# ---- multicycle_controller ----
`src/rtl/wjbot_riscv.sv`:
```
// Shared types and constants for the multicycle RV32I core: opcodes, controller
// state encodings, ALUOp codes and ALU control codes.
package wjbot_riscv;

    // Opcodes the multicycle controller recognises
    typedef enum logic [6:0] {
        OP_R_TYPE     = 7'b0110011,
        OP_I_TYPE_ALU = 7'b0010011,
        OP_LW         = 7'b0000011,
        OP_SW         = 7'b0100011,
        OP_BEQ        = 7'b1100011,
        OP_JAL        = 7'b1101111
    } opcodetype_t;

    // Controller states; the encodings are visible on StateDbg
    typedef enum logic [3:0] {
        ST_FETCH    = 4'd0,
        ST_DECODE   = 4'd1,
        ST_MEMADR   = 4'd2,
        ST_MEMREAD  = 4'd3,
        ST_MEMWB    = 4'd4,
        ST_MEMWRITE = 4'd5,
        ST_EXECR    = 4'd6,
        ST_ALUWB    = 4'd7,
        ST_EXECI    = 4'd8,
        ST_JAL      = 4'd9,
        ST_BEQ      = 4'd10
    } statetype_t;

    // ALUOp: what the controller asks of the ALU decoder
    localparam logic [1:0] ALUOP_ADD   = 2'b00;
    localparam logic [1:0] ALUOP_SUB   = 2'b01;
    localparam logic [1:0] ALUOP_FUNCT = 2'b10;

    // ALU control codes driven to the datapath
    localparam logic [2:0] ALUC_ADD = 3'b000;
    localparam logic [2:0] ALUC_SUB = 3'b001;
    localparam logic [2:0] ALUC_AND = 3'b010;
    localparam logic [2:0] ALUC_OR  = 3'b011;
    localparam logic [2:0] ALUC_SLT = 3'b101;

    // Immediate format depends only on the opcode
    function automatic logic [1:0] imm_src_of(input logic [6:0] op);
        logic [1:0] imm;
        case (op)
            OP_LW:         imm = 2'b00;
            OP_I_TYPE_ALU: imm = 2'b00;
            OP_SW:         imm = 2'b01;
            OP_BEQ:        imm = 2'b10;
            OP_JAL:        imm = 2'b11;
            default:       imm = 2'b00;
        endcase
        return imm;
    endfunction

endpackage

```
`src/rtl/alu_decoder.sv`:
```
// ALU decoder: maps ALUOp plus instruction function fields to an ALU control code.
module alu_decoder
    import wjbot_riscv::*;
(
    input  logic       op_5,
    input  logic [2:0] funct3,
    input  logic       funct7_5,
    input  logic [1:0] alu_op,
    output logic [2:0] alu_control
);

    // Select the ALU operation; only R-type with funct7[5] set turns 000 into sub
    always_comb begin
        alu_control = ALUC_ADD;
        case (alu_op)
            ALUOP_ADD: alu_control = ALUC_ADD;
            ALUOP_SUB: alu_control = ALUC_SUB;
            ALUOP_FUNCT: begin
                case (funct3)
                    3'b000: begin
                        if (op_5 && funct7_5) begin
                            alu_control = ALUC_SUB;
                        end else begin
                            alu_control = ALUC_ADD;
                        end
                    end
                    3'b010:  alu_control = ALUC_SLT;
                    3'b110:  alu_control = ALUC_OR;
                    3'b111:  alu_control = ALUC_AND;
                    default: alu_control = ALUC_ADD;
                endcase
            end
            default: alu_control = ALUC_ADD;
        endcase
    end

endmodule

```
`src/rtl/multicycle_controller.sv`:
```
// Multicycle RV32I control unit: Moore FSM sequencing fetch, decode, execute,
// memory and writeback over a shared datapath. ALU operation comes from alu_decoder.
module multicycle_controller
    import wjbot_riscv::*;
(
    input  logic       clk,
    input  logic       reset,
    input  logic [6:0] op,
    input  logic [2:0] funct3,
    input  logic       funct7_5,
    input  logic       Zero,
    output logic       PCWrite,
    output logic       AdrSrc,
    output logic       MemWrite,
    output logic       IRWrite,
    output logic [1:0] ResultSrc,
    output logic [1:0] ALUSrcA,
    output logic [1:0] ALUSrcB,
    output logic [2:0] ALUControl,
    output logic       RegWrite,
    output logic [1:0] ImmSrc,
    output logic [3:0] StateDbg
);

    statetype_t state_r;
    statetype_t state_nxt_s;

    logic       pc_update_s;
    logic       branch_s;
    logic       adr_src_s;
    logic       mem_write_s;
    logic       ir_write_s;
    logic       reg_write_s;
    logic [1:0] result_src_s;
    logic [1:0] alu_src_a_s;
    logic [1:0] alu_src_b_s;
    logic [1:0] alu_op_s;

    // State register; reset returns to FETCH at the next edge
    always_ff @(posedge clk) begin
        if (reset) begin
            state_r <= ST_FETCH;
        end else begin
            state_r <= state_nxt_s;
        end
    end

    // Next-state and per-state output decode; unlisted outputs stay at their 0 defaults
    always_comb begin
        state_nxt_s  = ST_FETCH;
        pc_update_s  = 1'b0;
        branch_s     = 1'b0;
        adr_src_s    = 1'b0;
        mem_write_s  = 1'b0;
        ir_write_s   = 1'b0;
        reg_write_s  = 1'b0;
        result_src_s = 2'b00;
        alu_src_a_s  = 2'b00;
        alu_src_b_s  = 2'b00;
        alu_op_s     = ALUOP_ADD;
        case (state_r)
            ST_FETCH: begin
                ir_write_s   = 1'b1;
                alu_src_b_s  = 2'b10;
                result_src_s = 2'b10;
                pc_update_s  = 1'b1;
                state_nxt_s  = ST_DECODE;
            end
            ST_DECODE: begin
                alu_src_a_s = 2'b01;
                alu_src_b_s = 2'b01;
                case (op)
                    OP_LW, OP_SW:  state_nxt_s = ST_MEMADR;
                    OP_R_TYPE:     state_nxt_s = ST_EXECR;
                    OP_I_TYPE_ALU: state_nxt_s = ST_EXECI;
                    OP_BEQ:        state_nxt_s = ST_BEQ;
                    OP_JAL:        state_nxt_s = ST_JAL;
                    // Unknown opcodes retire as a NOP without touching state
                    default:       state_nxt_s = ST_FETCH;
                endcase
            end
            ST_MEMADR: begin
                alu_src_a_s = 2'b10;
                alu_src_b_s = 2'b01;
                if (op == OP_LW) begin
                    state_nxt_s = ST_MEMREAD;
                end else begin
                    state_nxt_s = ST_MEMWRITE;
                end
            end
            ST_MEMREAD: begin
                adr_src_s   = 1'b1;
                state_nxt_s = ST_MEMWB;
            end
            ST_MEMWB: begin
                result_src_s = 2'b01;
                reg_write_s  = 1'b1;
                state_nxt_s  = ST_FETCH;
            end
            ST_MEMWRITE: begin
                adr_src_s   = 1'b1;
                mem_write_s = 1'b1;
                state_nxt_s = ST_FETCH;
            end
            ST_EXECR: begin
                alu_src_a_s = 2'b10;
                alu_op_s    = ALUOP_FUNCT;
                state_nxt_s = ST_ALUWB;
            end
            ST_ALUWB: begin
                reg_write_s = 1'b1;
                state_nxt_s = ST_FETCH;
            end
            ST_EXECI: begin
                alu_src_a_s = 2'b10;
                alu_src_b_s = 2'b01;
                alu_op_s    = ALUOP_FUNCT;
                state_nxt_s = ST_ALUWB;
            end
            ST_JAL: begin
                alu_src_a_s = 2'b01;
                alu_src_b_s = 2'b10;
                pc_update_s = 1'b1;
                state_nxt_s = ST_ALUWB;
            end
            ST_BEQ: begin
                alu_src_a_s = 2'b10;
                alu_op_s    = ALUOP_SUB;
                branch_s    = 1'b1;
                state_nxt_s = ST_FETCH;
            end
            // Unreachable encodings: all enables low, recover to FETCH
            default: begin
                state_nxt_s = ST_FETCH;
            end
        endcase
    end

    alu_decoder u_alu_decoder (
        .op_5        (op[5]),
        .funct3      (funct3),
        .funct7_5    (funct7_5),
        .alu_op      (alu_op_s),
        .alu_control (ALUControl)
    );

    // Enables are held low while reset is asserted so nothing commits mid-abort
    assign PCWrite   = ~reset & (pc_update_s | (branch_s & Zero));
    assign IRWrite   = ~reset & ir_write_s;
    assign MemWrite  = ~reset & mem_write_s;
    assign RegWrite  = ~reset & reg_write_s;
    assign AdrSrc    = adr_src_s;
    assign ResultSrc = result_src_s;
    assign ALUSrcA   = alu_src_a_s;
    assign ALUSrcB   = alu_src_b_s;
    assign ImmSrc    = imm_src_of(op);
    assign StateDbg  = state_r;

endmodule

```
`config.mk`:
```
export PLATFORM = sky130hd
export DESIGN_NAME = multicycle_controller
export DESIGN_NICKNAME = d
export VERILOG_FILES = /design/src/rtl/wjbot_riscv.sv /design/src/rtl/alu_decoder.sv /design/src/rtl/multicycle_controller.sv
export SDC_FILE = /design/constraint.sdc
export NUM_CORES = 1
export LEC_CHECK = 0
export CORE_UTILIZATION = 42
export CTS_BUF_LIST = sky130_fd_sc_hd__clkbuf_4
export DETAILED_ROUTE_END_ITERATION = 8
export PLACE_DENSITY_LB_ADDON = 0.2
export SLEW_MARGIN = 20
export SYNTH_ARGS = -nofsm -noshare
export SYNTH_HDL_FRONTEND = slang
export SYNTH_HIERARCHICAL = 1
export SYNTH_SLANG_ARGS = --single-unit
```
`constraint.sdc`:
```
create_clock -name clk -period 3.2 [get_ports clk]
set_clock_uncertainty 0.1 [all_clocks]
set_input_delay 0.48 -clock clk [delete_from_list [all_inputs] [get_ports clk]]
set_output_delay 0.48 -clock clk [all_outputs]
set_load 0.02 [all_outputs]
```
# ---- lru_victim_array ----
--- config.mk ---
export PLATFORM = sky130hd
export DESIGN_NAME = lru_victim_array
export DESIGN_NICKNAME = d
export VERILOG_FILES = /design/src/rtl/lc3b_types.sv /design/src/rtl/lru_victim_array_select.sv /design/src/rtl/lru_victim_array.sv
export SDC_FILE = /design/constraint.sdc
export NUM_CORES = 1
export LEC_CHECK = 0
export ABC_AREA = 1
export ABC_CLOCK_PERIOD_IN_PS = 1600
export CAP_MARGIN = 30
export CORE_MARGIN = 4
export CORE_UTILIZATION = 41
export CTS_BUF_LIST = sky130_fd_sc_hd__clkbuf_4 sky130_fd_sc_hd__clkbuf_8
export CTS_CLUSTER_DIAMETER = 150
export DETAILED_ROUTE_END_ITERATION = 8
export SYNTH_ARGS = -nofsm -noshare
export SYNTH_HDL_FRONTEND = slang
export SYNTH_HIERARCHICAL = 1
export SYNTH_SLANG_ARGS = --single-unit
--- constraint.sdc ---
create_clock -name clk -period 1.6 [get_ports clk]
set_input_delay 0.32 -clock clk [delete_from_list [all_inputs] [get_ports clk]]
set_output_delay 0.32 -clock clk [all_outputs]
set_load 0.02 [all_outputs]
--- src/rtl/lc3b_types.sv ---
// Shared types and the tree pseudo-LRU update rule for the 4-way victim tracker.
// Contents: lc3b_lru_state (3-bit tree state), lc3b_way (2-bit way number),
// and lru_update(), the single definition of how an access moves the tree.
package lc3b_types;

  localparam int unsigned LRU_W    = 3;
  localparam int unsigned WAY_W    = 2;
  localparam int unsigned NUM_WAYS = 4;

  typedef logic [LRU_W-1:0] lc3b_lru_state;
  typedef logic [WAY_W-1:0] lc3b_way;

  // bit0: MRU half (1 = ways 2/3); bit1: MRU within 0/1; bit2: MRU within 2/3.
  function automatic lc3b_lru_state lru_update(input lc3b_lru_state cur,
                                               input lc3b_way       way);
    lc3b_lru_state nxt;
    nxt    = cur;
    nxt[0] = way[1];
    if (way[1]) nxt[2] = way[0];
    else        nxt[1] = way[0];
    return nxt;
  endfunction

endpackage

--- src/rtl/lru_victim_array_select.sv ---
// Combinational victim decode for one set.
// Ports: lru_state - tree pseudo-LRU bits of the set
//        way_valid - valid bits of the set's four ways
//        victim_c  - way to replace (lowest invalid way wins over the tree)
module lru_victim_select
  import lc3b_types::*;
(
  input  lc3b_lru_state         lru_state,
  input  logic [NUM_WAYS-1:0]   way_valid,
  output lc3b_way               victim_c
);

  lc3b_way tree_victim;

  // Walk away from the MRU half, then away from the MRU way inside it.
  always_comb begin
    tree_victim = '0;
    if (lru_state[0]) tree_victim = {1'b0, ~lru_state[1]};
    else              tree_victim = {1'b1, ~lru_state[2]};
  end

  // Filling an empty way always beats evicting a live one.
  always_comb begin
    victim_c = tree_victim;
    if      (!way_valid[0]) victim_c = WAY_W'(0);
    else if (!way_valid[1]) victim_c = WAY_W'(1);
    else if (!way_valid[2]) victim_c = WAY_W'(2);
    else if (!way_valid[3]) victim_c = WAY_W'(3);
  end

endmodule

--- src/rtl/lru_victim_array.sv ---
// Per-set tree pseudo-LRU state array with a registered victim lookup.
// Ports: clk, rst (async active-high)
//        access_valid/access_index/access_way - hit or fill, updates one set
//        query_valid/query_index/way_valid    - victim lookup request
//        victim_way   - registered victim, holds between queries
//        victim_valid - one-cycle pulse, victim_way is new
// Build option: LRU_BYPASS_EN - a same-cycle access to the queried set is
// forwarded so the victim reflects the post-update state.
module lru_victim_array
  import lc3b_types::*;
#(
  parameter int unsigned NUM_SETS = 8,
  parameter int unsigned IDX_W    = $clog2(NUM_SETS)
) (
  input  logic                clk,
  input  logic                rst,
  input  logic                access_valid,
  input  logic [IDX_W-1:0]    access_index,
  input  lc3b_way             access_way,
  input  logic                query_valid,
  input  logic [IDX_W-1:0]    query_index,
  input  logic [NUM_WAYS-1:0] way_valid,
  output lc3b_way             victim_way,
  output logic                victim_valid
);

  lc3b_lru_state state_q [NUM_SETS];
  lc3b_lru_state query_state_c;
  lc3b_way       victim_c;

  // LRU state array; only accesses move it, queries are read-only.
  always_ff @(posedge clk or posedge rst) begin
    if (rst) begin
      for (int unsigned i = 0; i < NUM_SETS; i++) state_q[i] <= '0;
    end else if (access_valid) begin
      state_q[access_index] <= lru_update(state_q[access_index], access_way);
    end
  end

  // State seen by the query: stored value, or forwarded same-set update.
  always_comb begin
    query_state_c = state_q[query_index];
`ifdef LRU_BYPASS_EN
    if (access_valid && (access_index == query_index))
      query_state_c = lru_update(state_q[query_index], access_way);
`endif
  end

  lru_victim_select u_select (
    .lru_state (query_state_c),
    .way_valid (way_valid),
    .victim_c  (victim_c)
  );

  // Registered result: pulse on each query, way holds otherwise.
  always_ff @(posedge clk or posedge rst) begin
    if (rst) begin
      victim_way   <= '0;
      victim_valid <= 1'b0;
    end else begin
      victim_valid <= query_valid;
      if (query_valid) victim_way <= victim_c;
    end
  end

endmodule

# ---- hazard_scoreboard_unit_flat ----
[src/rtl/hazard_scoreboard_unit_if.sv]
// Signal bundle between the pipeline datapath (master) and the hazard/scoreboard unit (slave).
interface HazardScoreboardIf #(
  parameter int AW   = 5,
  parameter int NSRC = 3
);
  logic                 mem_stall;
  logic                 pc_selE;
  logic [NSRC*AW-1:0]   rsD;
  logic [NSRC-1:0]      rs_selD;
  logic [NSRC-1:0]      rs_vldD;
  logic [AW-1:0]        rdD;
  logic                 rdW_selD;
  logic                 reg_writeD;
  logic                 fdiv_startD;
  logic [NSRC*AW-1:0]   rsE;
  logic [NSRC-1:0]      rs_selE;
  logic [AW-1:0]        rdE;
  logic                 rdW_selE;
  logic                 result_selE;
  logic                 fdiv_startE;
  logic [AW-1:0]        rdM;
  logic                 rdW_selM;
  logic                 reg_writeM;
  logic [AW-1:0]        rdW;
  logic                 rdW_selW;
  logic                 reg_writeW;
  logic [NSRC*2-1:0]    forwardE;
  logic                 stallF, stallD, stallE, stallM, stallW;
  logic                 flushD, flushE;
  logic                 fdiv_busy;
  logic                 fdiv_wb;
  logic [AW-1:0]        fdiv_rd;
  logic [31:0]          lu_stall_cnt;
  logic [31:0]          div_stall_cnt;

  modport master (
    output mem_stall, pc_selE, rsD, rs_selD, rs_vldD, rdD, rdW_selD, reg_writeD, fdiv_startD,
           rsE, rs_selE, rdE, rdW_selE, result_selE, fdiv_startE,
           rdM, rdW_selM, reg_writeM, rdW, rdW_selW, reg_writeW,
    input  forwardE, stallF, stallD, stallE, stallM, stallW, flushD, flushE,
           fdiv_busy, fdiv_wb, fdiv_rd, lu_stall_cnt, div_stall_cnt
  );

  modport slave (
    input  mem_stall, pc_selE, rsD, rs_selD, rs_vldD, rdD, rdW_selD, reg_writeD, fdiv_startD,
           rsE, rs_selE, rdE, rdW_selE, result_selE, fdiv_startE,
           rdM, rdW_selM, reg_writeM, rdW, rdW_selW, reg_writeW,
    output forwardE, stallF, stallD, stallE, stallM, stallW, flushD, flushE,
           fdiv_busy, fdiv_wb, fdiv_rd, lu_stall_cnt, div_stall_cnt
  );
endinterface

[src/rtl/hazard_scoreboard_unit.sv]
// Hazard unit: int/fp operand forwarding, load-use/control stalls and a scoreboard for one FP divide/sqrt.
// Define HZ_PERF_CNT_EN to build the load-use and divide stall performance counters.
module hazard_scoreboard_unit #(
  parameter int AW       = 5,
  parameter int NSRC     = 3,
  parameter int FDIV_LAT = 12,
  parameter int CNT_W    = 4
) (
  input logic              clk,
  input logic              rst_n,
  HazardScoreboardIf.slave hz
);
  typedef enum logic [1:0] {IDLE, BUSY, DONE} divState_e;

  divState_e        divState;
  logic [CNT_W-1:0] divCnt;
  logic [AW-1:0]    fdivRd;
  logic             fdivBusy;
  logic             fdivWb;
  logic             luHazard;
  logic             sbHazard;

  // Integer x0 is hardwired zero and never creates a dependency; fp f0 is a real register.
  function automatic logic sameReg(input logic [AW-1:0] rs, input logic rsFp,
                                   input logic [AW-1:0] rd, input logic rdFp);
    return (rs == rd) && (rsFp == rdFp) && (rsFp || (rs != '0));
  endfunction

  always_comb begin
    hz.forwardE = '0;
    if (rst_n) begin
      for (int i = 0; i < NSRC; i++) begin
        if (hz.reg_writeM && sameReg(hz.rsE[i*AW +: AW], hz.rs_selE[i], hz.rdM, hz.rdW_selM))
          hz.forwardE[2*i +: 2] = 2'b10;
        else if (hz.reg_writeW && sameReg(hz.rsE[i*AW +: AW], hz.rs_selE[i], hz.rdW, hz.rdW_selW))
          hz.forwardE[2*i +: 2] = 2'b01;
      end
    end
  end

  always_comb begin
    luHazard = 1'b0;
    sbHazard = 1'b0;
    for (int i = 0; i < NSRC; i++) begin
      if (hz.result_selE && hz.rs_vldD[i] &&
          sameReg(hz.rsD[i*AW +: AW], hz.rs_selD[i], hz.rdE, hz.rdW_selE))
        luHazard = 1'b1;
      if (fdivBusy && hz.rs_vldD[i] && hz.rs_selD[i] && (hz.rsD[i*AW +: AW] == fdivRd))
        sbHazard = 1'b1;
    end
    if (fdivBusy && (hz.fdiv_startD || (hz.reg_writeD && hz.rdW_selD && (hz.rdD == fdivRd))))
      sbHazard = 1'b1;
  end

  always_comb begin
    hz.stallF = 1'b0;
    hz.stallD = 1'b0;
    hz.stallE = 1'b0;
    hz.stallM = 1'b0;
    hz.stallW = 1'b0;
    hz.flushD = 1'b0;
    hz.flushE = 1'b0;
    if (!rst_n) begin
      hz.stallF = 1'b0;
    end else if (hz.mem_stall) begin
      hz.stallF = 1'b1;
      hz.stallD = 1'b1;
      hz.stallE = 1'b1;
      hz.stallM = 1'b1;
      hz.stallW = 1'b1;
    end else if (hz.pc_selE) begin
      hz.flushD = 1'b1;
      hz.flushE = 1'b1;
    end else if (luHazard || sbHazard) begin
      hz.stallF = 1'b1;
      hz.stallD = 1'b1;
      hz.flushE = 1'b1;
    end
  end

  // Counter starts at FDIV_LAT-2 so BUSY plus the single DONE cycle span exactly FDIV_LAT cycles.
  always_ff @(posedge clk or negedge rst_n) begin
    if (!rst_n) begin
      divState <= IDLE;
      divCnt   <= '0;
      fdivRd   <= '0;
      fdivBusy <= 1'b0;
      fdivWb   <= 1'b0;
    end else if (!hz.mem_stall) begin
      unique case (divState)
        IDLE: begin
          if (hz.fdiv_startE) begin
            divState <= BUSY;
            divCnt   <= CNT_W'(FDIV_LAT - 2);
            fdivRd   <= hz.rdE;
            fdivBusy <= 1'b1;
          end
        end
        BUSY: begin
          if (divCnt == '0) begin
            divState <= DONE;
            fdivWb   <= 1'b1;
          end else begin
            divCnt <= divCnt - 1'b1;
          end
        end
        DONE: begin
          divState <= IDLE;
          fdivBusy <= 1'b0;
          fdivWb   <= 1'b0;
        end
        default: begin
          divState <= IDLE;
          fdivBusy <= 1'b0;
          fdivWb   <= 1'b0;
        end
      endcase
    end
  end

  assign hz.fdiv_busy = fdivBusy;
  assign hz.fdiv_wb   = fdivWb;
  assign hz.fdiv_rd   = fdivRd;

`ifdef HZ_PERF_CNT_EN
  logic [31:0] luStallCnt;
  logic [31:0] divStallCnt;

  // Only cycles where the D-stage hold actually wins (no memory stall, no redirect) are counted.
  always_ff @(posedge clk or negedge rst_n) begin
    if (!rst_n) begin
      luStallCnt  <= '0;
      divStallCnt <= '0;
    end else if (!hz.mem_stall && !hz.pc_selE) begin
      if (luHazard) luStallCnt  <= luStallCnt + 32'd1;
      if (sbHazard) divStallCnt <= divStallCnt + 32'd1;
    end
  end

  assign hz.lu_stall_cnt  = luStallCnt;
  assign hz.div_stall_cnt = divStallCnt;
`else
  assign hz.lu_stall_cnt  = '0;
  assign hz.div_stall_cnt = '0;
`endif
endmodule

[src/flat_wrapper.sv]
// flat-port wrapper written by rule: the top's interface ports become plain ports
module hazard_scoreboard_unit_flat 
#(
  parameter int AW       = 5,
  parameter int NSRC     = 3,
  parameter int FDIV_LAT = 12,
  parameter int CNT_W    = 4
)
  (clk, rst_n, hz_mem_stall, hz_pc_selE, hz_rsD, hz_rs_selD, hz_rs_vldD, hz_rdD, hz_rdW_selD, hz_reg_writeD, hz_fdiv_startD, hz_rsE, hz_rs_selE, hz_rdE, hz_rdW_selE, hz_result_selE, hz_fdiv_startE, hz_rdM, hz_rdW_selM, hz_reg_writeM, hz_rdW, hz_rdW_selW, hz_reg_writeW, hz_forwardE, hz_stallF, hz_stallD, hz_stallE, hz_stallM, hz_stallW, hz_flushD, hz_flushE, hz_fdiv_busy, hz_fdiv_wb, hz_fdiv_rd, hz_lu_stall_cnt, hz_div_stall_cnt);
  HazardScoreboardIf #(.AW(AW), .NSRC(NSRC)) hz_i ();
  input logic clk;
  input logic rst_n;
  input wire logic [$bits(hz_i.mem_stall)-1:0] hz_mem_stall;
  input wire logic [$bits(hz_i.pc_selE)-1:0] hz_pc_selE;
  input wire logic [$bits(hz_i.rsD)-1:0] hz_rsD;
  input wire logic [$bits(hz_i.rs_selD)-1:0] hz_rs_selD;
  input wire logic [$bits(hz_i.rs_vldD)-1:0] hz_rs_vldD;
  input wire logic [$bits(hz_i.rdD)-1:0] hz_rdD;
  input wire logic [$bits(hz_i.rdW_selD)-1:0] hz_rdW_selD;
  input wire logic [$bits(hz_i.reg_writeD)-1:0] hz_reg_writeD;
  input wire logic [$bits(hz_i.fdiv_startD)-1:0] hz_fdiv_startD;
  input wire logic [$bits(hz_i.rsE)-1:0] hz_rsE;
  input wire logic [$bits(hz_i.rs_selE)-1:0] hz_rs_selE;
  input wire logic [$bits(hz_i.rdE)-1:0] hz_rdE;
  input wire logic [$bits(hz_i.rdW_selE)-1:0] hz_rdW_selE;
  input wire logic [$bits(hz_i.result_selE)-1:0] hz_result_selE;
  input wire logic [$bits(hz_i.fdiv_startE)-1:0] hz_fdiv_startE;
  input wire logic [$bits(hz_i.rdM)-1:0] hz_rdM;
  input wire logic [$bits(hz_i.rdW_selM)-1:0] hz_rdW_selM;
  input wire logic [$bits(hz_i.reg_writeM)-1:0] hz_reg_writeM;
  input wire logic [$bits(hz_i.rdW)-1:0] hz_rdW;
  input wire logic [$bits(hz_i.rdW_selW)-1:0] hz_rdW_selW;
  input wire logic [$bits(hz_i.reg_writeW)-1:0] hz_reg_writeW;
  output wire logic [$bits(hz_i.forwardE)-1:0] hz_forwardE;
  output wire logic [$bits(hz_i.stallF)-1:0] hz_stallF;
  output wire logic [$bits(hz_i.stallD)-1:0] hz_stallD;
  output wire logic [$bits(hz_i.stallE)-1:0] hz_stallE;
  output wire logic [$bits(hz_i.stallM)-1:0] hz_stallM;
  output wire logic [$bits(hz_i.stallW)-1:0] hz_stallW;
  output wire logic [$bits(hz_i.flushD)-1:0] hz_flushD;
  output wire logic [$bits(hz_i.flushE)-1:0] hz_flushE;
  output wire logic [$bits(hz_i.fdiv_busy)-1:0] hz_fdiv_busy;
  output wire logic [$bits(hz_i.fdiv_wb)-1:0] hz_fdiv_wb;
  output wire logic [$bits(hz_i.fdiv_rd)-1:0] hz_fdiv_rd;
  output wire logic [$bits(hz_i.lu_stall_cnt)-1:0] hz_lu_stall_cnt;
  output wire logic [$bits(hz_i.div_stall_cnt)-1:0] hz_div_stall_cnt;
  assign hz_i.mem_stall = hz_mem_stall;
  assign hz_i.pc_selE = hz_pc_selE;
  assign hz_i.rsD = hz_rsD;
  assign hz_i.rs_selD = hz_rs_selD;
  assign hz_i.rs_vldD = hz_rs_vldD;
  assign hz_i.rdD = hz_rdD;
  assign hz_i.rdW_selD = hz_rdW_selD;
  assign hz_i.reg_writeD = hz_reg_writeD;
  assign hz_i.fdiv_startD = hz_fdiv_startD;
  assign hz_i.rsE = hz_rsE;
  assign hz_i.rs_selE = hz_rs_selE;
  assign hz_i.rdE = hz_rdE;
  assign hz_i.rdW_selE = hz_rdW_selE;
  assign hz_i.result_selE = hz_result_selE;
  assign hz_i.fdiv_startE = hz_fdiv_startE;
  assign hz_i.rdM = hz_rdM;
  assign hz_i.rdW_selM = hz_rdW_selM;
  assign hz_i.reg_writeM = hz_reg_writeM;
  assign hz_i.rdW = hz_rdW;
  assign hz_i.rdW_selW = hz_rdW_selW;
  assign hz_i.reg_writeW = hz_reg_writeW;
  assign hz_forwardE = hz_i.forwardE;
  assign hz_stallF = hz_i.stallF;
  assign hz_stallD = hz_i.stallD;
  assign hz_stallE = hz_i.stallE;
  assign hz_stallM = hz_i.stallM;
  assign hz_stallW = hz_i.stallW;
  assign hz_flushD = hz_i.flushD;
  assign hz_flushE = hz_i.flushE;
  assign hz_fdiv_busy = hz_i.fdiv_busy;
  assign hz_fdiv_wb = hz_i.fdiv_wb;
  assign hz_fdiv_rd = hz_i.fdiv_rd;
  assign hz_lu_stall_cnt = hz_i.lu_stall_cnt;
  assign hz_div_stall_cnt = hz_i.div_stall_cnt;
  hazard_scoreboard_unit #(.AW(AW), .NSRC(NSRC), .FDIV_LAT(FDIV_LAT), .CNT_W(CNT_W)) u_core (.clk(clk), .rst_n(rst_n), .hz(hz_i));
endmodule
[config.mk]
export PLATFORM = sky130hd
export DESIGN_NAME = hazard_scoreboard_unit_flat
export DESIGN_NICKNAME = d
export VERILOG_FILES = /design/src/rtl/hazard_scoreboard_unit_if.sv /design/src/rtl/hazard_scoreboard_unit.sv /design/src/flat_wrapper.sv
export SDC_FILE = /design/constraint.sdc
export NUM_CORES = 1
export LEC_CHECK = 0
export CORE_MARGIN = 1.5
export CORE_UTILIZATION = 35
export DETAILED_ROUTE_END_ITERATION = 8
export MAX_ROUTING_LAYER = met4
export PLACE_DENSITY_LB_ADDON = 0.05
export SYNTH_ARGS = -nofsm -noshare
export SYNTH_HDL_FRONTEND = slang
export SYNTH_SLANG_ARGS = --single-unit
[constraint.sdc]
create_clock -name clk -period 2.85 [get_ports clk]
set_input_delay 0.57 -clock clk [delete_from_list [all_inputs] [get_ports clk]]
set_output_delay 0.57 -clock clk [all_outputs]
set_load 0.05 [all_outputs]
# ---- led_pulse_driver ----
==> src/rtl/led_pulse_driver_pkg.sv <==
`default_nettype none
// +----------------------------------------------------------------------------+
// | led_pulse_driver_pkg: shared FSM encodings and block defaults              |
// | Rev 1.0 - initial release                                                  |
// +----------------------------------------------------------------------------+
package led_pulse_driver_pkg;

  typedef enum logic [1:0] {
    ST_IDLE = 2'd0,
    ST_ON   = 2'd1,
    ST_OFF  = 2'd2
  } led_state_e;

  localparam int C_DEF_WIDTH          = 1;
  localparam int C_DEF_TICK_COUNT_MAX = 25000;
  localparam int C_DEF_ON_TICKS       = 150;
  localparam int C_DEF_OFF_TICKS      = 150;
  localparam int C_DEF_PENDING_MAX    = 3;

  // Bits needed to hold values 0..max_val, never less than one.
  function automatic int cnt_width(input int max_val);
    return (max_val < 1) ? 1 : $clog2(max_val + 1);
  endfunction

endpackage : led_pulse_driver_pkg
`default_nettype wire

==> src/rtl/led_channel.sv <==
`default_nettype none
// +----------------------------------------------------------------------------+
// | led_channel: one blink-stretching FSM with a saturating pending counter    |
// | Rev 1.0 - initial release                                                  |
// +----------------------------------------------------------------------------+
module led_channel
  import led_pulse_driver_pkg::*;
#(
  parameter int ON_TICKS    = C_DEF_ON_TICKS,
  parameter int OFF_TICKS   = C_DEF_OFF_TICKS,
  parameter int PENDING_MAX = C_DEF_PENDING_MAX
) (
  input  logic clk,
  input  logic rst,
  input  logic tick,
  input  logic pulse,
  output logic led
);

  localparam int C_TICK_W = cnt_width(((ON_TICKS > OFF_TICKS) ? ON_TICKS : OFF_TICKS) - 1);
  localparam int C_PEND_W = cnt_width(PENDING_MAX);

  localparam logic [C_TICK_W-1:0] C_ON_LAST  = C_TICK_W'(ON_TICKS - 1);
  localparam logic [C_TICK_W-1:0] C_OFF_LAST = C_TICK_W'(OFF_TICKS - 1);
  localparam logic [C_PEND_W-1:0] C_PEND_MAX = C_PEND_W'(PENDING_MAX);

  led_state_e          state_q, state_d;
  logic [C_TICK_W-1:0] tick_cnt_q, tick_cnt_d;
  logic [C_PEND_W-1:0] pending_q, pending_d;
  logic                led_q, led_d;
  logic                w_pend_sat;

  assign w_pend_sat = (pending_q == C_PEND_MAX);

  always_comb begin
    state_d    = state_q;
    tick_cnt_d = tick_cnt_q;
    pending_d  = pending_q;

    case (state_q)
      ST_IDLE: begin
        if (pulse) begin
          state_d    = ST_ON;
          tick_cnt_d = '0;
        end
      end

      ST_ON: begin
        if (tick) begin
          if (tick_cnt_q == C_ON_LAST) begin
            state_d    = ST_OFF;
            tick_cnt_d = '0;
          end else begin
            tick_cnt_d = tick_cnt_q + 1'b1;
          end
        end
        if (pulse && !w_pend_sat) begin
          pending_d = pending_q + 1'b1;
        end
      end

      ST_OFF: begin
        if (tick && (tick_cnt_q == C_OFF_LAST)) begin
          tick_cnt_d = '0;
          // A same-cycle pulse replaces the queued pulse being consumed.
          if (pending_q != '0) begin
            state_d = ST_ON;
            if (!pulse) begin
              pending_d = pending_q - 1'b1;
            end
          end else if (pulse) begin
            state_d = ST_ON;
          end else begin
            state_d = ST_IDLE;
          end
        end else begin
          if (tick) begin
            tick_cnt_d = tick_cnt_q + 1'b1;
          end
          if (pulse && !w_pend_sat) begin
            pending_d = pending_q + 1'b1;
          end
        end
      end

      default: begin
        state_d    = ST_IDLE;
        tick_cnt_d = '0;
        pending_d  = '0;
      end
    endcase

    led_d = (state_d == ST_ON);
  end

  always_ff @(posedge clk) begin
    if (rst) begin
      state_q    <= ST_IDLE;
      tick_cnt_q <= '0;
      pending_q  <= '0;
      led_q      <= 1'b0;
    end else begin
      state_q    <= state_d;
      tick_cnt_q <= tick_cnt_d;
      pending_q  <= pending_d;
      led_q      <= led_d;
    end
  end

  assign led = led_q;

endmodule : led_channel
`default_nettype wire

==> src/rtl/led_pulse_driver.sv <==
`default_nettype none
// +----------------------------------------------------------------------------+
// | led_pulse_driver: shared tick prescaler feeding WIDTH blink channels       |
// | Rev 1.0 - initial release                                                  |
// +----------------------------------------------------------------------------+
module led_pulse_driver
  import led_pulse_driver_pkg::*;
#(
  parameter int WIDTH          = C_DEF_WIDTH,
  parameter int TICK_COUNT_MAX = C_DEF_TICK_COUNT_MAX,
  parameter int ON_TICKS       = C_DEF_ON_TICKS,
  parameter int OFF_TICKS      = C_DEF_OFF_TICKS,
  parameter int PENDING_MAX    = C_DEF_PENDING_MAX
) (
  input  logic             clk,
  input  logic             rst,
  input  logic [WIDTH-1:0] pulse_in,
  output logic [WIDTH-1:0] led_out
);

  localparam int                 C_PRE_W    = cnt_width(TICK_COUNT_MAX - 1);
  localparam logic [C_PRE_W-1:0] C_PRE_LAST = C_PRE_W'(TICK_COUNT_MAX - 1);

  logic [C_PRE_W-1:0] presc_q, presc_d;
  logic               w_tick;

  assign w_tick = (presc_q == C_PRE_LAST);

  always_comb begin
    presc_d = presc_q + 1'b1;
    if (w_tick) begin
      presc_d = '0;
    end
  end

  always_ff @(posedge clk) begin
    if (rst) begin
      presc_q <= '0;
    end else begin
      presc_q <= presc_d;
    end
  end

  for (genvar gi = 0; gi < WIDTH; gi++) begin : g_ch
    led_channel #(
      .ON_TICKS   (ON_TICKS),
      .OFF_TICKS  (OFF_TICKS),
      .PENDING_MAX(PENDING_MAX)
    ) u_led_channel (
      .clk  (clk),
      .rst  (rst),
      .tick (w_tick),
      .pulse(pulse_in[gi]),
      .led  (led_out[gi])
    );
  end : g_ch

endmodule : led_pulse_driver
`default_nettype wire

==> config.mk <==
export PLATFORM = sky130hd
export DESIGN_NAME = led_pulse_driver
export DESIGN_NICKNAME = d
export VERILOG_FILES = /design/src/rtl/led_pulse_driver_pkg.sv /design/src/rtl/led_channel.sv /design/src/rtl/led_pulse_driver.sv
export SDC_FILE = /design/constraint.sdc
export NUM_CORES = 1
export LEC_CHECK = 0
export CORE_ASPECT_RATIO = 1.1
export CORE_MARGIN = 2
export CORE_UTILIZATION = 45
export DETAILED_ROUTE_END_ITERATION = 10
export GPL_ROUTABILITY_DRIVEN = 0
export GPL_TIMING_DRIVEN = 0
export PLACE_DENSITY = 0.75
export SLEW_MARGIN = 20
export SYNTH_ARGS = -nofsm -noshare
export SYNTH_HDL_FRONTEND = slang
export SYNTH_SLANG_ARGS = --single-unit
==> constraint.sdc <==
create_clock -name clk -period 2.4 [get_ports clk]
set_input_delay 0.72 -clock clk [delete_from_list [all_inputs] [get_ports clk]]
set_output_delay 0.72 -clock clk [all_outputs]
set_load 0.005 [all_outputs]

==> layout pictures side by side <==
Cells colored by class.
picture 1
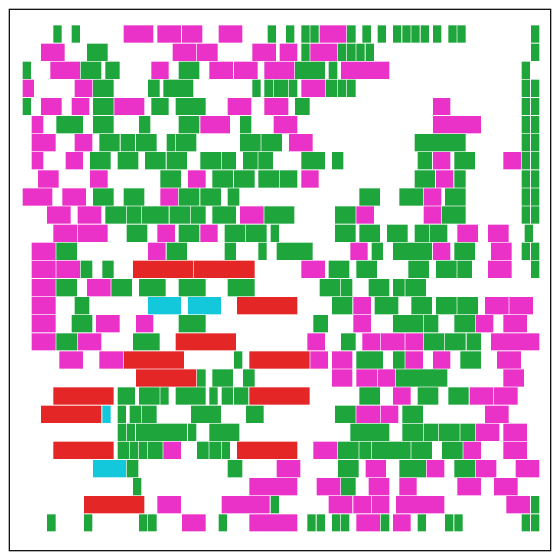
picture 2
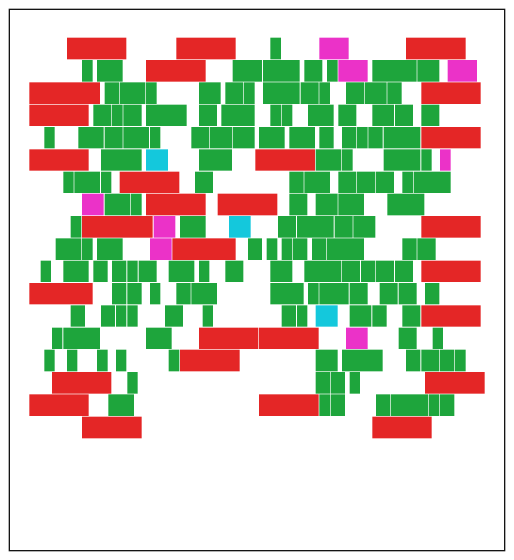
picture 3
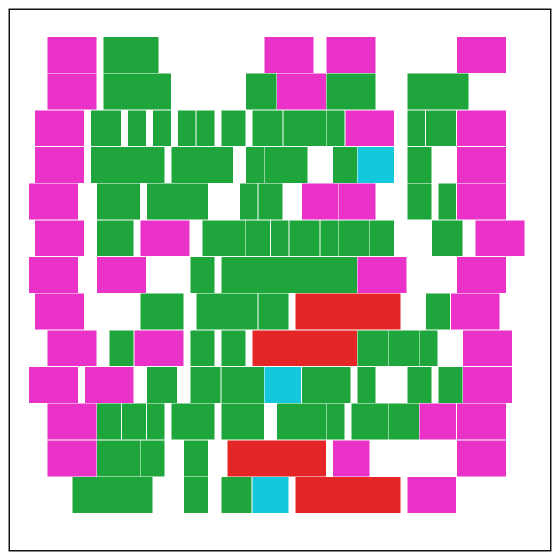
picture 4
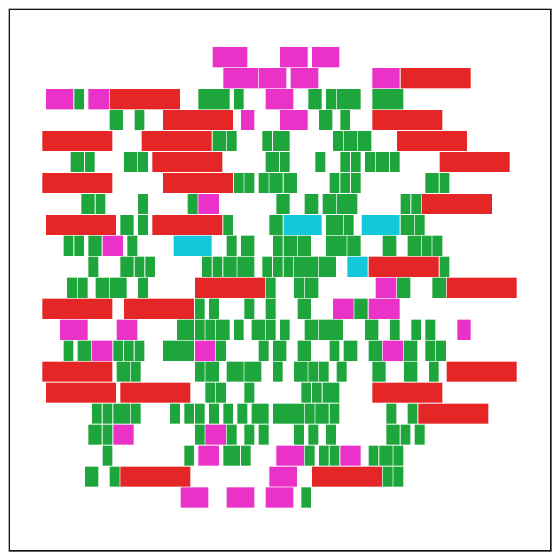
| from | picture |
|---|---|
| multicycle_controller | picture 3 |
| hazard_scoreboard_unit_flat | picture 1 |
| lru_victim_array | picture 4 |
| led_pulse_driver | picture 2 |
- highest utilization: picture 3

==> lru_victim_array/layers.png <==
Scale bar: 20 um.
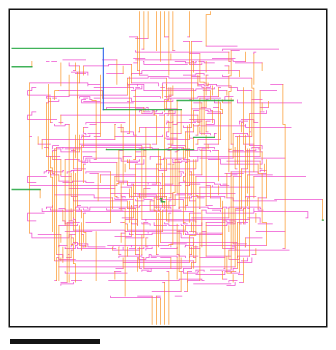
M2 -> orange  # wire length 1,820 um
M4 -> blue  # wire length 13.6 um
M1 -> magenta  # wire length 2,090 um
M3 -> green  # wire length 86.2 um
via count: 1,436
drt total wl: 4.01 mm

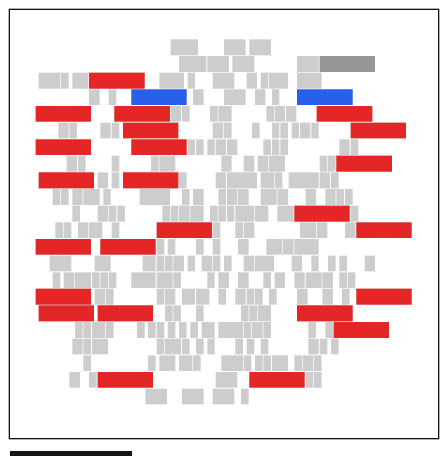
(lru_victim_array/ff_map.png)
Scale bar: 20 um. Other sequential cells in the stronger gray, the rest of the logic in the fainter gray.
state_q -> red  # sequential cells 24
victim_way -> blue  # sequential cells 2
Flop area: 676 um^2
fraction of area in registers: 34.5%
Final Util: 53.1%

==> flow_summary_export.csv, lru_victim_array <==
group,metric,value,unit
clock_tree,cts_buffer_depth,2,
placed_design,portBuffers,18,
sta,finalCritPeriodShare,95.8,%
final_layout,clock_buffers,3,
final_layout,nets,277,
critical_path,critPathArrivalTime,1.21,ns
clock_tree,post-cts-setup-buffers,0,
final_layout,buf_share,14.5,%
yosys,syn_avg_cell_area,6.95,um^2
run_status,status,"finished clean",
yosys,yosys_warnings,6,
final_layout,largest_reg_flops,24,
yosys,fp_nets,243,
final_layout,fillers,389,
yosys,synthCells,227,
lru_victim_array: cell families after synthesis:
kind of cell	count (synthesis)	synth area share [%]
AND-OR/OR-AND	36	12.1
buffers and inverters	42	10.6
flip-flops	27	42.8
multiplexers	2	1.43
AND/OR/NAND/NOR	120	33.1
lru_victim_array: Yosys cell counts (all sizes together):
cell   number  area share [%]
inv        39             9.3
o22ai       1            0.40
nand2      73              19
o21a        2            0.95
mux2        2             1.4
nand3      25             7.9
nor2       22             6.5
a21oi      10             3.4
dfrtp      27              43
buf         3             1.3
o21ai      23             7.3
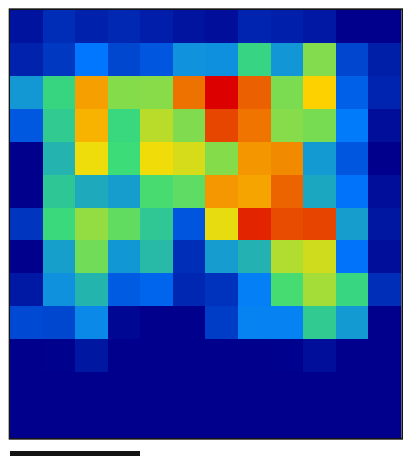
(led_pulse_driver/route_heat.png)
Scale bar: 20 um. 12 x 13 tiles, from dark blue (low) to red (high), scaled to the fullest tile. Values are wire area over tile area, all layers added.
tiles over half the peak = 24%
fullest tile = 0.40
mean over tiles = 0.11
emptiest ninth of the die = bottom middle
nearly empty tiles = 28%

==> flow_summary_export.csv, led_pulse_driver <==
group,metric,value,unit
sta,slew_headroom,64.3,%
power_and_ir_drop,clkPwrFrac,25.4,%
power_and_ir_drop,powerSeq,0.000480,W
yosys,async_flop_share,0,%
clock_tree,ctsHoldBuffers,0,
yosys,synthTopCellsByCount,"dfxtp_1 (28), nor2_1 (21), inv_1 (11), nand2_1 (11), nand3_1 (10)",
final_layout,largest-register,"presc_q",
yosys,yosys_area,1570,um^2
final_layout,largest_reg_flops,15,
floorplanning,core_area,3330,um^2
floorplanning,dieArea,3970,um^2
sta,finalMaxSlewViolations,0,
final_layout,utilization,51.8,%
run_status,status,"finished clean",
power_and_ir_drop,seqPwrFrac,63.4,%
power_and_ir_drop,internal-power,0.000568,W
drt,wl_met3,78,um
placed_design,portBuffers,3,
global_route,grt_util_met3,3.52,%
yosys,yosys_warnings,0,
critical_path,worstRegToRegCells,5,
power_and_ir_drop,switchingPower,0.000189,W
final_layout,fillers,315,
floorplanning,die_w,60.3,um
yosys,ys_seq_share,35.8,%
power_and_ir_drop,p_sw_share,25.0,%
drt,drc,0,
final_layout,instances_no_fill,241,
yosys,yosysMostFrequentCell,"dfxtp_1",
drt,highest_layer,"met4",
==> led_pulse_driver: worst max-delay path: stages, from the launching register on <==
cell,delay [ns]
dfxtp_4,0.37
or4b_4,0.56
or4_4,0.58
a21o_1,0.20
or4b_4,0.51
o211ai_2,0.08
==> led_pulse_driver: cell type report <==
type | instances | area [um^2] | area share [%]
Multi-Input combinational cell | 143 | 966 | 56.0
Sequential cell | 28 | 571 | 33.1
Timing Repair Buffer | 7 | 60.1 | 3.48
Tap cell | 48 | 60.1 | 3.48
Inverter | 11 | 41.3 | 2.39
Clock buffer | 3 | 22.5 | 1.31
Buffer | 1 | 3.75 | 0.218
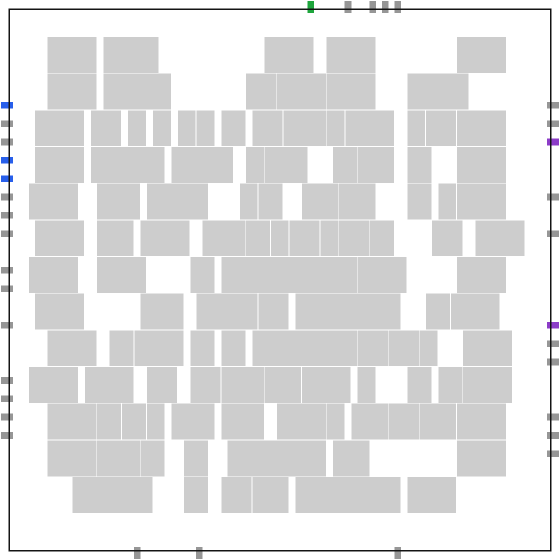
(multicycle_controller/pinout.png)
Pins as bars across the die edge, other pins in gray.
ALUControl -> blue  # pins 3, direction output, edge left
AdrSrc -> green  # pins 1, direction output, edge top
ResultSrc -> purple  # pins 2, direction output, edge right
all pins by edge = 15 left, 11 right, 5 top, 3 bottom

==> flow_summary_export.csv, multicycle_controller <==
group,metric,value,unit
run_status,status,"finished clean",
clock_tree,clk_pin_slew,0.04,ns
sta,finalSetupViolations,0,
clock_tree,numCtsBuffers,3,
drt,vias,743,
yosys,synthTopCellsByCount,"nor2_1 (10), nand2b_1 (8), a21oi_1 (7)",
global_route,grt_util_met3,5.00,%
placed_design,pre_cts_ws,0.327,ns
clock_tree,clockRootBuffer,"clkbuf_4",
yosys,aoi_share,24.3,%
power_and_ir_drop,seqPwrFrac,27.1,%
yosys,edf_count,0,
yosys,ys_cells,81,
yosys,yosys_warnings,6,
drt,wire_per_inst,12.5,um
drt,met2_length,813,um
sta,worst_pin_slew,0.325,ns
job,tool_warnings,27,
global_route,overflow,0,
critical_path,worstRegToRegCells,5,
[multicycle_controller: layout make-up]
type,count,area [um^2]
Tap cell,15,18.8
Fill cell,114,335
Multi-Input combinational cell,67,482
Timing Repair Buffer,37,360
Clock buffer,3,22.5
Sequential cell,4,83.8
Inverter,4,15.0
[multicycle_controller: power groups by stage]
stage	sequential, W	clock, W	combinational, W
floorplan	0.0000545	0	0.0000366
global placement	0.0000532	0	0.0000749
detailed placement	0.0000532	0	0.0000758
CTS	0.0000524	0.0000673	0.0000762
global route	0.0000526	0.0000706	0.0000811
finish	0.0000524	0.0000649	0.0000762
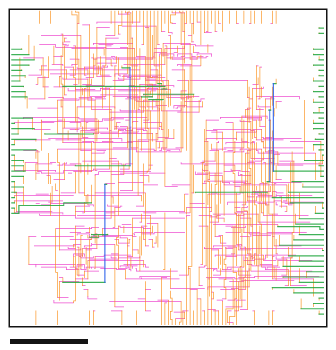
(hazard_scoreboard_unit_flat/layers.png)
Scale bar: 20 um.
M2 -> orange  # wire length 3,090 um
M4 -> blue  # wire length 91.1 um
M3 -> green  # wire length 454 um
M1 -> magenta  # wire length 2,530 um

==> flow_summary_export.csv, hazard_scoreboard_unit_flat <==
group,metric,value,unit
critical_path,crit_path_start_kind,"input pin",
global_route,grt_usage,18.9,%
hold_path,hold_end,"u_core.hz.fdiv_wb",
sta,holdWs,0.518,ns
run_status,status,"finished clean",
global_route,use_met2,33.9,%
yosys,numSynthFlops,13,
global_route,grt_util_met3,2.36,%
hold_path,hp-start,"u_core.hz.fdiv_wb",
yosys,yosys_area,2140,um^2
critical_path,cp.required,2.28,ns
sta,finalSetupViolations,0,
final_layout,fillers,571,
critical_path,worstRegToRegCells,7,
clock_tree,clk_pin_slew,0.06,ns
hold_path,hold_path_depth,2,
sta,timing.setup.tns,0,ns
power_and_ir_drop,ir_drop,0.310,mV
clock_tree,cts_resized,35,
critical_path,crit_end,"hz_forwardE[5]",
-- hazard_scoreboard_unit_flat: report_power, final --
group | internal (W) | leakage, nW | switching [W]
clock | 0.0000987 | 0.0228 | 0.0000676
sequential | 0.000249 | 0.151 | 0.000112
combinational | 0.000374 | 1.28 | 0.000582
total | 0.000721 | 1.45 | 0.000761
-- hazard_scoreboard_unit_flat: cell type report --
type	instances	share of cell area, %
inverters	6	0.669
flip-flops and latches	13	9.66
well taps	75	2.79
clock buffers	4	1.34
multi-input cells	233	48.3
repair buffers	130	37.2


==> notes/layouts.md <==
Pictures saved along the way, in no particular order.

Routed metal per tile.
panel A
Scale bar: 20 um. 16 x 16 tiles, from dark blue (low) to red (high), scaled to the fullest tile. Values are wire area over tile area, all layers added.
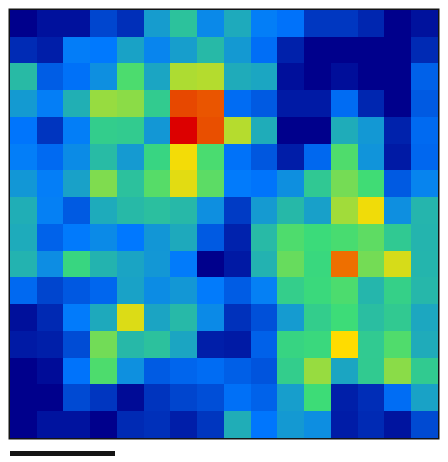
panel B
Scale bar: 10 um. 8 x 8 tiles, from dark blue (low) to red (high), scaled to the fullest tile. Values are wire area over tile area, all layers added.
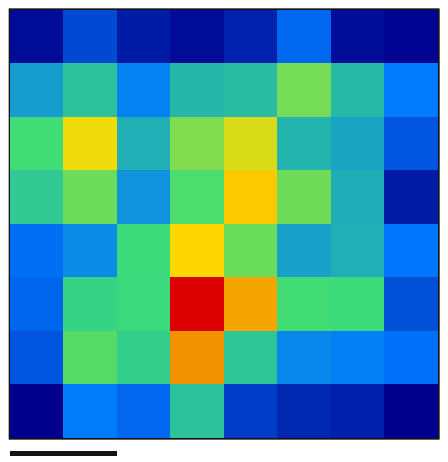
panel C
Scale bar: 20 um. 14 x 14 tiles, from dark blue (low) to red (high), scaled to the fullest tile. Values are wire area over tile area, all layers added.
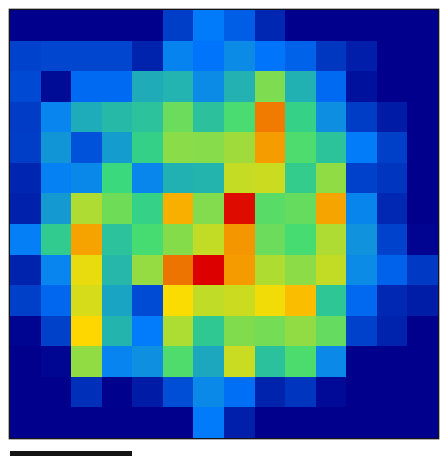
panel B: multicycle_controller
panel A: hazard_scoreboard_unit_flat
panel C: lru_victim_array
Of these, largest die: panel A
Of these, smallest die: panel B


==> screenshots <==
Routing congestion.
Plate I
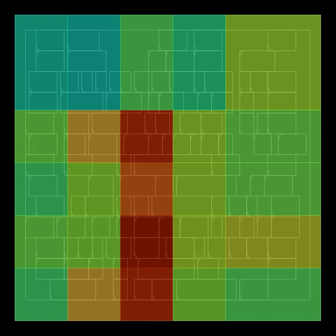
Plate II
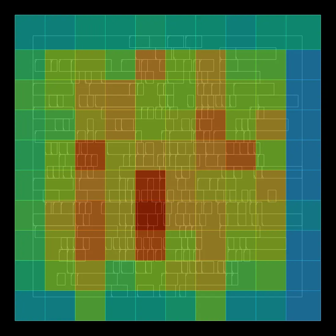
Plate III
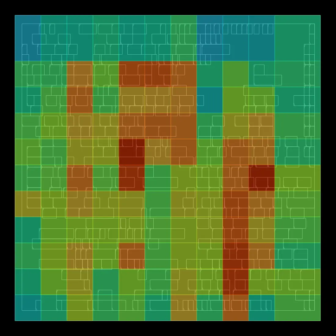
Plate IV
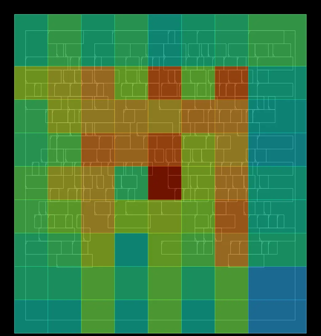
led_pulse_driver -> Plate IV
multicycle_controller -> Plate I
hazard_scoreboard_unit_flat -> Plate III
lru_victim_array -> Plate II
Of these, highest track usage: Plate I
Of these, highest utilization: Plate I

No activity file was given, so power comes from the tool's default toggle rates.
